######## cmd_arbiter ########
### config.mk
export PLATFORM = sky130hd
export DESIGN_NAME = cmd_arbiter
export DESIGN_NICKNAME = d
export VERILOG_FILES = /design/src/rtl/cmd_arbiter.sv
export SDC_FILE = /design/constraint.sdc
export NUM_CORES = 1
export LEC_CHECK = 0
export CAP_MARGIN = 20
export CORE_AREA = 2 2 94 96
export DETAILED_ROUTE_END_ITERATION = 7
export DIE_AREA = 0 0 96 98
export PLACE_DENSITY = 0.46
export SETUP_SLACK_MARGIN = 0.05
export SLEW_MARGIN = 20
export SYNTH_ARGS = -nofsm -noshare
export SYNTH_HDL_FRONTEND = slang
export SYNTH_SLANG_ARGS = --single-unit
export TNS_END_PERCENT = 1
### constraint.sdc
create_clock -name clk -period 10.8 [get_ports clk]
set_input_delay 2.16 -clock clk [delete_from_list [all_inputs] [get_ports clk]]
set_output_delay 2.16 -clock clk [all_outputs]
set_load 0.05 [all_outputs]
### src/rtl/cmd_arbiter.sv
// cmd_arbiter: synchronizes the start switch and buttons, latches button events
// as pending requests and serializes them into a valid/ready command stream.
module cmd_arbiter #(
   parameter int unsigned SYNC_STAGES = 2,
   parameter int unsigned DROP_W      = 8
) (
   input  logic              clk,
   input  logic              rst,
   input  logic              st_sw,
   input  logic [4:0]        bd_num_sw,
   input  logic              rst_bt,
   input  logic              rand_bt,
   input  logic [3:0]        act_bt,
   input  logic              cmd_ready,
   output logic              cmd_valid,
   output logic [1:0]        cmd_op,
   output logic [4:0]        cmd_arg,
   output logic              run_led,
   output logic [DROP_W-1:0] drop_cnt
);
   localparam int unsigned NIN   = 7;  // st, clear, rand, act0..act3
   localparam int unsigned NPEND = 6;  // clear, rand, act0..act3
   localparam int unsigned OP_W  = 2;
   localparam int unsigned ARG_W = 5;
   localparam int unsigned IDX_W = 3;

   localparam logic [OP_W-1:0] OP_LOAD  = 2'd0;
   localparam logic [OP_W-1:0] OP_CLEAR = 2'd1;
   localparam logic [OP_W-1:0] OP_RAND  = 2'd2;
   localparam logic [OP_W-1:0] OP_ACT   = 2'd3;

   typedef enum logic [1:0] {
      S_IDLE  = 2'd0,
      S_LOAD  = 2'd1,
      S_RUN   = 2'd2,
      S_DRAIN = 2'd3
   } state_e;

   logic [SYNC_STAGES-1:0][NIN-1:0] sync_q;
   logic [NIN-1:0]    edge_q;
   logic [NIN-1:0]    sync_last_c;
   logic [NIN-1:0]    evt_c;
   logic [NPEND-1:0]  pend_evt_c;
   logic              st_rise_c;
   logic              st_fall_c;

   state_e            state_q, state_d;
   logic [NPEND-1:0]  pend_q, pend_d;
   logic [ARG_W-1:0]  board_q, board_d;
   logic              valid_q, valid_d;
   logic [OP_W-1:0]   op_q, op_d;
   logic [ARG_W-1:0]  arg_q, arg_d;
   logic [DROP_W-1:0] drop_q, drop_d;
   logic              run_led_q;

   logic [IDX_W-1:0]  gidx_c;
   logic [NPEND-1:0]  drops_c;
   logic [IDX_W-1:0]  ndrop_c;
   logic [DROP_W:0]   sum_c;

   // Synchronizer chains plus rising/falling edge reference register
   always_ff @(posedge clk) begin
      if (!rst) begin
         sync_q <= '0;
         edge_q <= '0;
      end else begin
         if (SYNC_STAGES > 1) begin
            sync_q <= {sync_q[SYNC_STAGES-2:0], {act_bt, rand_bt, rst_bt, st_sw}};
         end else begin
            sync_q <= {act_bt, rand_bt, rst_bt, st_sw};
         end
         edge_q <= sync_last_c;
      end
   end

   assign sync_last_c = sync_q[SYNC_STAGES-1];
   assign evt_c       = sync_last_c & ~edge_q;
   assign pend_evt_c  = evt_c[NIN-1:1];
   assign st_rise_c   = evt_c[0];
   assign st_fall_c   = ~sync_last_c[0] & edge_q[0];

   // Lowest set index wins: CLEAR > RAND > ACT0 > ... > ACT3
   always_comb begin
      gidx_c = '0;
      for (int i = int'(NPEND) - 1; i >= 0; i--) begin
         if (pend_q[i]) gidx_c = IDX_W'(i);
      end
   end

   always_comb begin
      ndrop_c = '0;
      for (int i = 0; i < int'(NPEND); i++) begin
         ndrop_c = ndrop_c + IDX_W'(drops_c[i]);
      end
   end

   always_comb begin
      state_d = state_q;
      pend_d  = pend_q;
      board_d = board_q;
      valid_d = valid_q;
      op_d    = op_q;
      arg_d   = arg_q;
      drop_d  = drop_q;
      drops_c = '0;
      sum_c   = '0;

      if (valid_q && cmd_ready) valid_d = 1'b0;

      case (state_q)
         S_IDLE: begin
            if (st_rise_c) begin
               state_d = S_LOAD;
               board_d = bd_num_sw;
            end
         end
         S_LOAD: begin
            // The LOAD offer is placed even if the switch drops, so DRAIN completes it
            if (!valid_q) begin
               valid_d = 1'b1;
               op_d    = OP_LOAD;
               arg_d   = board_q;
            end
            if (st_fall_c) begin
               state_d = S_DRAIN;
            end else if (valid_q && cmd_ready) begin
               state_d = S_RUN;
            end
         end
         S_RUN: begin
            if (st_fall_c) begin
               state_d = S_DRAIN;
            end else if ((!valid_q || cmd_ready) && (|pend_q)) begin
               valid_d        = 1'b1;
               pend_d[gidx_c] = 1'b0;
               case (gidx_c)
                  3'd0:    begin op_d = OP_CLEAR; arg_d = '0; end
                  3'd1:    begin op_d = OP_RAND;  arg_d = '0; end
                  default: begin op_d = OP_ACT;   arg_d = ARG_W'(gidx_c - 3'd2); end
               endcase
            end
         end
         S_DRAIN: begin
            if (!valid_q || cmd_ready) state_d = S_IDLE;
         end
         default: state_d = S_IDLE;
      endcase

      if (state_q == S_LOAD || state_q == S_RUN) begin
         drops_c = pend_q & pend_evt_c;
         pend_d  = pend_d | (pend_evt_c & ~pend_q);
         if (pend_evt_c[0]) pend_d[NPEND-1:1] = '0;
         if (st_fall_c) pend_d = '0;
         sum_c = {1'b0, drop_q} + (DROP_W+1)'(ndrop_c);
         drop_d = sum_c[DROP_W] ? '1 : sum_c[DROP_W-1:0];
      end
   end

   always_ff @(posedge clk) begin
      if (!rst) begin
         state_q   <= S_IDLE;
         pend_q    <= '0;
         board_q   <= '0;
         valid_q   <= 1'b0;
         op_q      <= '0;
         arg_q     <= '0;
         drop_q    <= '0;
         run_led_q <= 1'b0;
      end else begin
         state_q   <= state_d;
         pend_q    <= pend_d;
         board_q   <= board_d;
         valid_q   <= valid_d;
         op_q      <= op_d;
         arg_q     <= arg_d;
         drop_q    <= drop_d;
         run_led_q <= (state_d == S_RUN);
      end
   end

   assign cmd_valid = valid_q;
   assign cmd_op    = op_q;
   assign cmd_arg   = arg_q;
   assign run_led   = run_led_q;
   assign drop_cnt  = drop_q;

endmodule
######## seq_comparator_nbit ########
`src/rtl/seq_comparator_nbit.sv`:
```
// seq_comparator_nbit
//   Registered magnitude comparator with running min/max tracking of the
//   accepted 'a' samples. One sample is accepted on each rising edge where
//   in_valid is high; the result appears one cycle later with out_valid.
//
// Parameters
//   N      operand width in bits (N >= 2)
//   SIGNED 0 = unsigned compare, 1 = two's-complement compare
//   CNT_W  width of the optional acceptance counter
//
// Ports
//   clk        clock, rising edge
//   reset_n    asynchronous active-low reset
//   clear      synchronous clear of min/max/seen (and count)
//   in_valid   qualifies a and b
//   a, b       operands; a is also the tracked sample
//   out_valid  one-cycle pulse: flags/min/max hold a fresh result
//   smaller    registered a <  b
//   equal      registered a == b
//   greater    registered a >  b
//   min_val    running minimum of accepted a
//   max_val    running maximum of accepted a
//   seen       at least one sample accepted since reset or clear
//   count      (CMP_COUNT_EN only) saturating acceptance counter
//
// Optional feature
//   Define CMP_COUNT_EN to add the 'count' output and its counter.
module seq_comparator_nbit #(
  parameter int N      = 12,
  parameter int SIGNED = 0,
  parameter int CNT_W  = 8
) (
  input  logic         clk,
  input  logic         reset_n,
  input  logic         clear,
  input  logic         in_valid,
  input  logic [N-1:0] a,
  input  logic [N-1:0] b,
  output logic         out_valid,
  output logic         smaller,
  output logic         equal,
  output logic         greater,
  output logic [N-1:0] min_val,
  output logic [N-1:0] max_val,
  output logic         seen
`ifdef CMP_COUNT_EN
  ,
  output logic [CNT_W-1:0] count
`endif
);

  // Flipping the MSB maps two's-complement ordering onto unsigned ordering,
  // so one unsigned comparator serves both signedness settings.
  localparam logic [N-1:0] BIAS = (SIGNED != 0) ? {1'b1, {(N-1){1'b0}}} : '0;

  logic [N-1:0] a_k;
  logic [N-1:0] b_k;
  logic [N-1:0] min_k;
  logic [N-1:0] max_k;
  logic         a_lt_b;
  logic         a_gt_b;
  logic         a_lt_min;
  logic         a_gt_max;
  logic         first;

  always_comb begin
    a_k      = a ^ BIAS;
    b_k      = b ^ BIAS;
    min_k    = min_val ^ BIAS;
    max_k    = max_val ^ BIAS;
    a_lt_b   = a_k < b_k;
    a_gt_b   = a_k > b_k;
    a_lt_min = a_k < min_k;
    a_gt_max = a_k > max_k;
    // A sample coinciding with clear is treated as the first after clear.
    first    = clear || !seen;
  end

  always_ff @(posedge clk or negedge reset_n) begin
    if (!reset_n) begin
      out_valid <= 1'b0;
      smaller   <= 1'b0;
      equal     <= 1'b0;
      greater   <= 1'b0;
      min_val   <= '0;
      max_val   <= '0;
      seen      <= 1'b0;
    end else begin
      out_valid <= in_valid;
      if (in_valid) begin
        smaller <= a_lt_b;
        equal   <= !a_lt_b && !a_gt_b;
        greater <= a_gt_b;
        if (first) begin
          min_val <= a;
          max_val <= a;
          seen    <= 1'b1;
        end else begin
          if (a_lt_min) min_val <= a;
          if (a_gt_max) max_val <= a;
        end
      end else if (clear) begin
        min_val <= '0;
        max_val <= '0;
        seen    <= 1'b0;
      end
    end
  end

`ifdef CMP_COUNT_EN
  always_ff @(posedge clk or negedge reset_n) begin
    if (!reset_n) begin
      count <= '0;
    end else if (clear) begin
      count <= {{(CNT_W-1){1'b0}}, in_valid};
    end else if (in_valid && (count != '1)) begin
      count <= count + {{(CNT_W-1){1'b0}}, 1'b1};
    end
  end
`endif

endmodule

```
`config.mk`:
```
export PLATFORM = sky130hd
export DESIGN_NAME = seq_comparator_nbit
export DESIGN_NICKNAME = d
export VERILOG_FILES = /design/src/rtl/seq_comparator_nbit.sv
export SDC_FILE = /design/constraint.sdc
export NUM_CORES = 1
export LEC_CHECK = 0
export ABC_AREA = 1
export CORE_ASPECT_RATIO = 1.25
export CORE_MARGIN = 2
export CORE_UTILIZATION = 25
export DETAILED_ROUTE_END_ITERATION = 16
export PLACE_DENSITY = 0.43
export SYNTH_ARGS = -nofsm -noshare
export SYNTH_HDL_FRONTEND = slang
export SYNTH_SLANG_ARGS = --single-unit
```
`constraint.sdc`:
```
create_clock -name clk -period 1.8 [get_ports clk]
set_input_delay 0.27 -clock clk [delete_from_list [all_inputs] [get_ports clk]]
set_output_delay 0.27 -clock clk [all_outputs]
set_load 0.02 [all_outputs]
```

## Gallery

Placed cells, one colour a class.
Plate I
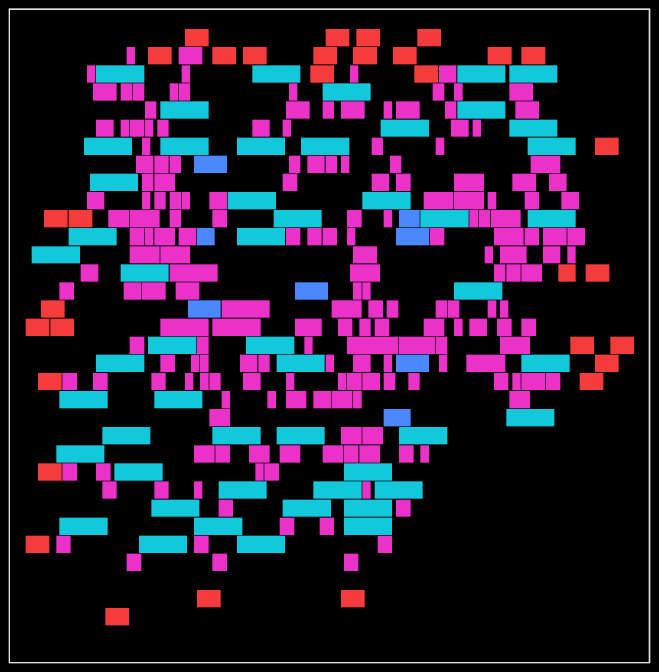
Plate II
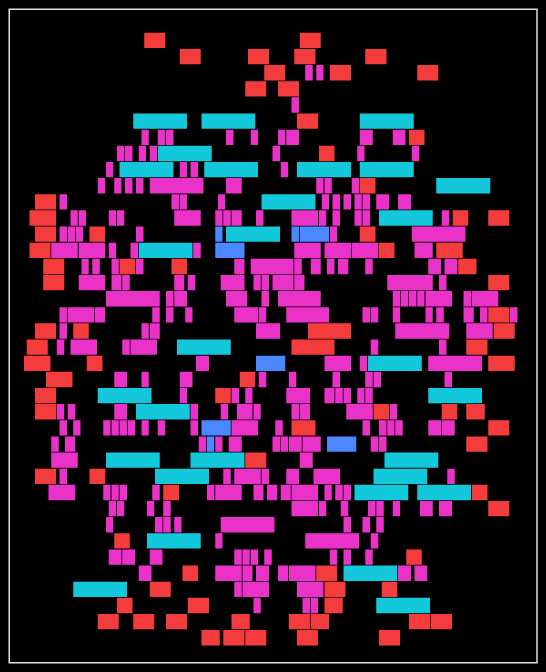
- Plate II = seq_comparator_nbit
- Plate I = cmd_arbiter
The one with the most cells is Plate II.
The one with the most sequential cells is Plate I.

Key to Plate I:
- combinational and other logic: magenta (cells 194; share of their area 48%)
- clock drivers and dummy loads: blue (cells 8; share of their area 3.5%)
- sequential cells: cyan (cells 51; share of their area 37%)
- remaining buffers and delay cells: red (cells 32; share of their area 11%)

**cmd_arbiter: gate families picked out**

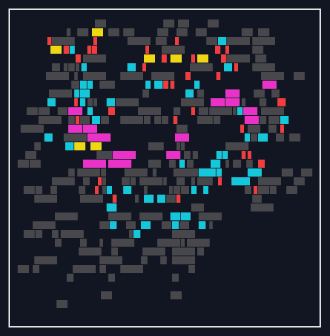
- aoi and oai cells: cyan (cells 46; most used o21ai_0)
- fa/ha/maj cells: magenta (cells 15; most used ha_1)
- nand cells: red (cells 36; most used nand2_1)
- mux cells: yellow (cells 7; most used mux2i_1)

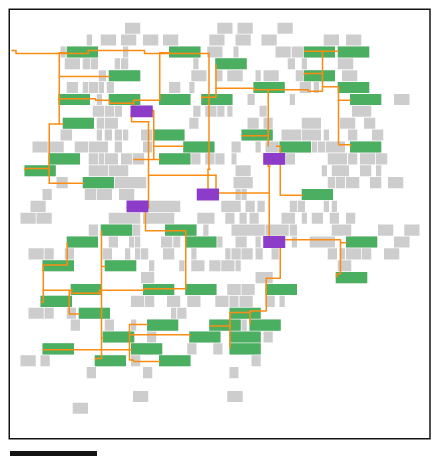
**Above:** cmd_arbiter (clock wires, drivers and flops).
Scale bar: 20 um.
- clock drivers: purple (count 5)
- clock wires: orange (length 655 um)
- flip-flops: green (count 51)
- flops lie: spread over the die
- routed clock nets: 6
proportion of power drawn by the clock network: 30.3%
clock group total power: 116 uW
Final Skew: 18.2 ps
clk latency late pin: 310 ps

==> run summary, cmd_arbiter <==
Synthesis and place-and-route results.

- The flow ran to the end, and the final reports show no timing, DRC or antenna violations.
- The type of origin of the critical path is a flop.
- The leakage component of the power was reported as 0.00112 uW.
- Measured along the x axis, the die boundary spans 96 um.
- Between the synthesized netlist and the finished layout, the area growth was recorded as 20.1%.
- Listed in order, past its start point the critical path passes inv_1 -> ha_1 -> nand2_1 -> nor3_1 -> fa_1 -> fa_1 -> fa_1 -> fa_1 -> a21oi_1 -> nor2_1 -> and3_1 -> nor3b_1.
- The cell class contributing the biggest share of worst-path delay is adder cells.
- The number of logic stages on the critical path including buffering is 12.
- In this run the worst setup path terminates at drop_cnt[4]$_SDFFE_PN0P_.
- The transition at the pin with the smallest max-transition slack is 754 ps.
- The clock tree synthesis step divided the H-tree into 2 levels.
- The leftover overflow at the end of global routing is 0.
- Logic depth along the worst register-to-register path is recorded as 12.
- Summed over all layers, the routed wires come to 5.00 mm.
- The most repeated library cell on the critical path is sky130_fd_sc_hd__fa_1.
- The flow reported a cell area power density of 131 nW/um^2.
- The post-placement cell area is 2820 sq um.
- Synthesis produced 259 cells.
- The quantity of gates resized following cts is 0.
- The global-route wire length before repair is 8.67 mm.
- The minimum setup slack among reg-to-reg paths is 6550 ps.
- The worst pin sits at a relative slew slack of 49.6%.
- Yosys reports that the most numerous cell types are 51 x sky130_fd_sc_hd__dfxtp_1, 25 x sky130_fd_sc_hd__and2_1, 25 x sky130_fd_sc_hd__nand2_1, 13 x sky130_fd_sc_hd__inv_1, 13 x sky130_fd_sc_hd__o21ai_0.
- Counting every net in the synthesized netlist gives 289.
- The cell accounting for the most synthesized area is sky130_fd_sc_hd__dfxtp_1.
[cmd_arbiter: state kept, by name, indices dropped and copies added, names as in the netlist, 2 cells and up]
name,flops
board_q,5
cmd_arg,5
cmd_op,2
drop_cnt,8
edge_q,7
pend_q,6
state_q,2
sync_last_c,7
sync_q,7
[cmd_arbiter: final cells by class]
type | instances | area (sq um)
fill | 910 | 5550
clock buffer | 5 | 68.8
clock inverter | 3 | 27.5
timing repair buffer | 32 | 318
tap | 108 | 135
sequential | 51 | 1020
inverter | 13 | 48.8
multi-input combinational | 181 | 1300
[cmd_arbiter: logic make-up after synthesis]
group	share of synthesized area [%]
xor gates and xnor gates	0.720
DFF	42.0
AOI/OAI and AO/OA	18.1
buffers and inverters	4.53
muxes	2.88
and+or+nand+nor	22.8
adders and majority gates	8.95
[cmd_arbiter: report_power, final]
part | switching, uW | total, uW | leakage, uW | internal [uW]
combinational | 38.3 | 65.8 | 0.000657 | 27.5
sequential | 5.70 | 201 | 0.000415 | 195
clock | 68.1 | 116 | 0.0000463 | 47.7
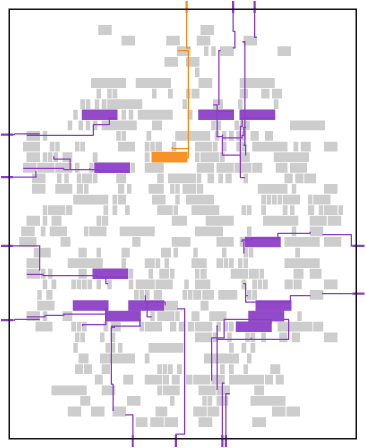
**Above:** seq_comparator_nbit (nets reached from selected ports).
- `equal`: orange (bits 1; direction output; edge north; end cells 1; buffers 1; wire 45.6 um)
- `min_val`: purple (bits 12; direction output; edge 4 west, 4 south, 2 east, 2 north; end cells 12; buffers 16; wire 535 um)
Buffers on Ports: 56
number of I/O pins: 57

==> run summary, seq_comparator_nbit <==
Synthesis and place-and-route results.

- The run finished with clean final reports.
- The DRC violation count after routing is 0.
- Per the cell usage report, the commonest logic cell in the layout is sky130_fd_sc_hd__nand2_1.
- The number of non-clock buffers is 82.
- The layout has 8 clock buffers.
- For reference, full adder, half adder and majority cells occupy 19.5% of the area reported after synthesis.
- The run reported a max-capacitance violation count of 0.
- In this run the cell area of the synthesized design comes to 2240 sq um.
- The synthesized design contains 29 register bits.
- The power in the clock group is 519 uW.
- The path class of the lowest-slack min-delay path is input port to async pin.
- The number of antenna violations at the first check in global routing was 0.
- The net count of the finished layout is 452.
- After routing the design area is 3370 sq um.
- Non-clock buffers make up 23.4% of the layout cell area.
- After the first detailed-routing iteration, the DRC count stood at 58.
- The largest net degree at the start of global routing is 30.
- After Yosys synthesis, XOR and XNOR cells account for 0% of the synthesized area.
- The power drawn by the combinational cells is 1050 uW.
- The complex-gate fraction of the synthesized area is 4.24%.
- The endpoint required time on the critical path is 1530 ps.
- The sequential cell count of the final layout is 29.
-- seq_comparator_nbit: path summary, 6_finish.rpt --
check	start	end	slack [ps]	cells past startpoint
max	min_val[7]$_DFFE_PN0P_	min_val[7]	70	3
min	reset_n	max_val[3]$_DFFE_PN0P_	370	2
max reg2reg	max_val[4]$_DFFE_PN0P_	max_val[3]$_DFFE_PN0P_	110	10
min reg2reg	greater$_DFFE_PN0P_	greater$_DFFE_PN0P_	490	2
max in group asynchronous	reset_n	out_valid$_DFF_PN0_	1130	2
min in group clk	a[2]	min_val[2]$_DFFE_PN0P_	420	5
-- seq_comparator_nbit: metrics by stage --
stage	setup WS [ps]	util [%]	std cells	power (uW)	TNS [ps]
final	67.1	38.8	510	2360	0
after global routing	-19.4	38.8	510	2550	-20.1
after CTS	18.9	36.7	504	2300	0
after detailed placement	-394	35.5	496	1760	-8890
after global placement	-361	35.5	496	1750	-8100
after floorplan	78.6	-	305	1320	0
-- seq_comparator_nbit: sequential cells by signal, indices dropped and copies added (netlist names) --
name,count
equal,1
out_valid,1
min_val,12
greater,1
smaller,1
max_val,12
seen,1

######## unidade_load_store ########
<file path="config.mk">
export PLATFORM = sky130hd
export DESIGN_NAME = unidade_load_store
export DESIGN_NICKNAME = d
export VERILOG_FILES = /design/src/rtl/unidade_load_store.sv
export SDC_FILE = /design/constraint.sdc
export NUM_CORES = 1
export LEC_CHECK = 0
export CORE_ASPECT_RATIO = 2
export CORE_UTILIZATION = 38
export CTS_BUF_LIST = sky130_fd_sc_hd__clkbuf_4
export DETAILED_ROUTE_END_ITERATION = 8
export GPL_ROUTABILITY_DRIVEN = 0
export PLACE_DENSITY = 0.88
export SLEW_MARGIN = 30
export SYNTH_ARGS = -nofsm -noshare
export SYNTH_HDL_FRONTEND = slang
export SYNTH_SLANG_ARGS = --single-unit
</file>
<file path="constraint.sdc">
create_clock -name clk -period 2.1 [get_ports clk]
set_clock_uncertainty 0.1 [all_clocks]
set_input_delay 0.42 -clock clk [delete_from_list [all_inputs] [get_ports clk]]
set_output_delay 0.42 -clock clk [all_outputs]
set_load 0.05 [all_outputs]
</file>
<file path="src/rtl/unidade_load_store.sv">
// Load/store memory-access stage: forms the word address, runs a req/ack handshake with data memory and stalls upstream.
// Define LOAD_STORE_TIMEOUT_EN to abort requests that wait TIMEOUT cycles without an ack and raise a sticky err.
module unidade_load_store #(
  parameter int DATA_W  = 32,
  parameter int ADDR_W  = 8,
  parameter int TIMEOUT = 15
) (
  input  logic              clk,
  input  logic              rst_n,
  input  logic [5:0]        opcode,
  input  logic [DATA_W-1:0] base,
  input  logic [15:0]       immediate,
  input  logic [DATA_W-1:0] store_data,
  input  logic              valid_in,
  output logic              stall,
  output logic [DATA_W-1:0] load_data,
  output logic              load_valid,
  output logic              mem_req,
  output logic              mem_we,
  output logic [ADDR_W-1:0] mem_addr,
  output logic [DATA_W-1:0] mem_wdata,
  input  logic              mem_ack,
  input  logic [DATA_W-1:0] mem_rdata,
  output logic              err
);

  localparam logic [5:0] OP_LW  = 6'b100011;
  localparam logic [5:0] OP_SW  = 6'b101011;
  localparam logic [1:0] S_IDLE = 2'd0;
  localparam logic [1:0] S_REQ  = 2'd1;
  localparam logic [1:0] S_DONE = 2'd2;

  logic [1:0]        state;
  logic              is_mem;
  logic              accept;
  logic              timeout_hit;
  logic              timed_out;
  logic [DATA_W-1:0] addr_sum;

  assign is_mem     = (opcode == OP_LW) || (opcode == OP_SW);
  assign accept     = (state == S_IDLE) && valid_in && is_mem;
  assign addr_sum   = base + DATA_W'(immediate);
  assign stall      = (state == S_REQ) || accept;
  assign mem_req    = (state == S_REQ);
  // mem_we doubles as the "access is a store" flag for the whole transaction
  assign load_valid = (state == S_DONE) && !mem_we && !timed_out;

`ifdef LOAD_STORE_TIMEOUT_EN
  localparam int CNT_W = ($clog2(TIMEOUT + 1) < 4) ? 4 : $clog2(TIMEOUT + 1);

  logic [CNT_W-1:0] wait_cnt;

  assign timeout_hit = (state == S_REQ) && !mem_ack && (wait_cnt == CNT_W'(TIMEOUT - 1));

  always_ff @(posedge clk) begin
    if (!rst_n) begin
      wait_cnt  <= '0;
      timed_out <= 1'b0;
      err       <= 1'b0;
    end else if (accept) begin
      wait_cnt  <= '0;
      timed_out <= 1'b0;
    end else if (timeout_hit) begin
      timed_out <= 1'b1;
      err       <= 1'b1;
    end else if ((state == S_REQ) && !mem_ack) begin
      wait_cnt <= wait_cnt + 1'b1;
    end
  end
`else
  assign timeout_hit = 1'b0;
  assign timed_out   = 1'b0;
  assign err         = 1'b0;
`endif

  always_ff @(posedge clk) begin
    if (!rst_n) begin
      state     <= S_IDLE;
      mem_addr  <= '0;
      mem_we    <= 1'b0;
      mem_wdata <= '0;
      load_data <= '0;
    end else begin
      case (state)
        S_IDLE: begin
          if (accept) begin
            mem_addr <= addr_sum[ADDR_W-1:0];
            mem_we   <= (opcode == OP_SW);
            if (opcode == OP_SW) mem_wdata <= store_data;
            state <= S_REQ;
          end
        end
        S_REQ: begin
          // a real ack always wins over a timeout in the same cycle
          if (mem_ack) begin
            if (!mem_we) load_data <= mem_rdata;
            state <= S_DONE;
          end else if (timeout_hit) begin
            if (!mem_we) load_data <= '0;
            state <= S_DONE;
          end
        end
        S_DONE:  state <= S_IDLE;
        default: state <= S_IDLE;
      endcase
    end
  end

endmodule

</file>
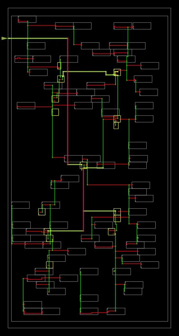
**Above:** unidade_load_store (clock routing).
count of clock buffers in the final design: 12
clock sink total: 75

==> run summary <==
Synthesis and place-and-route results.

- The run finished with clean final reports.
- The number of logic stages on the critical path including buffering is 5.
- The global-route met2 utilization is 39.1%.
- The register area is 1500 sq um.
- The detailed-route vias per instance is 4.98.
- The endpoint with the worst hold slack is mem_wdata[11]$_SDFFE_PN0P_.
- The maximum fanout encountered on the critical timing path is 5.
- The flop and latch count out of synthesis is 75.
- The power after layout is 2550 uW.
- Total power normalized to cell area comes to 498 nW/um^2.
- After floorplanning, the core was sized to cover 8000 sq um.
- The largest net degree at the start of global routing is 34.
- In the post-synthesis netlist, the cell with the most instances is sky130_fd_sc_hd__nand2_1.
- For the pin with the worst max-slew slack, the measured transition is 535 ps.
- The synthesized netlist occupies a cell area of 3170 sq um.
- The part of the total power dissipated in the clock network is 29.0%.
- Warnings raised by the tools during the run amount to 58.
- The number of non-clock inverters is 4.
- The share of async-settable or async-resettable flops after synthesis is 0%.
- At the floorplan stage, the core utilization is reported as 39.6%.
- The synthesized netlist contains 41 unique library cells.
- The mean instance size in the synthesized netlist is 8.44 sq um.
- The leakage power total is 0.00237 uW.
- Setup violations remaining at the end of the flow were counted as 0.
- The final layout report lists a non-clock buffer count of 184.
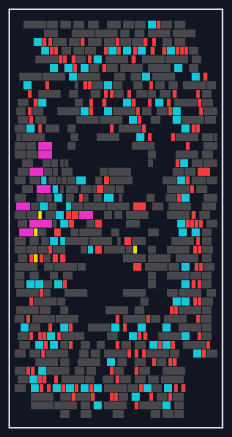
**Above:** unidade_load_store (gate families picked out).
- nand cells: red (cells 149; most used nand2_1; where spread over the die)
- inv cells: yellow (cells 4; most used inv_1; where west)
- fa/ha/maj cells: magenta (cells 8; most used ha_1; where west)
- aoi and oai cells: cyan (cells 79; most used a21boi_1; where spread over the die)

## stage by stage
stage	std cells	cell area, sq um
after detailed placement	631	5040
after global routing	648	5120
after floorplan	375	3170
after global placement	631	5040
after CTS	646	5070
final	648	5120
## cells in the final DEF (no fill, tap or decap), types with 3 or more instances in the layout
cell type and count:
sky130_fd_sc_hd__o21a_1 4, sky130_fd_sc_hd__ha_1 7, sky130_fd_sc_hd__a21boi_0 4, sky130_fd_sc_hd__a21boi_1 63, sky130_fd_sc_hd__and3_1 3, sky130_fd_sc_hd__nor3_1 3, sky130_fd_sc_hd__dlymetal6s2s_1 12, sky130_fd_sc_hd__nor2_1 8
sky130_fd_sc_hd__nand3_1 5, sky130_fd_sc_hd__clkdlybuf4s50_1 88, sky130_fd_sc_hd__nand2_1 135, sky130_fd_sc_hd__inv_1 4, sky130_fd_sc_hd__buf_12 6, sky130_fd_sc_hd__clkbuf_4 12, sky130_fd_sc_hd__buf_4 18, sky130_fd_sc_hd__dlygate4sd2_1 59
sky130_fd_sc_hd__o211ai_1 3, sky130_fd_sc_hd__a21oi_1 3, sky130_fd_sc_hd__nand2b_1 3, sky130_fd_sc_hd__dfxtp_1 75

Power and IR drop assume default switching activity.
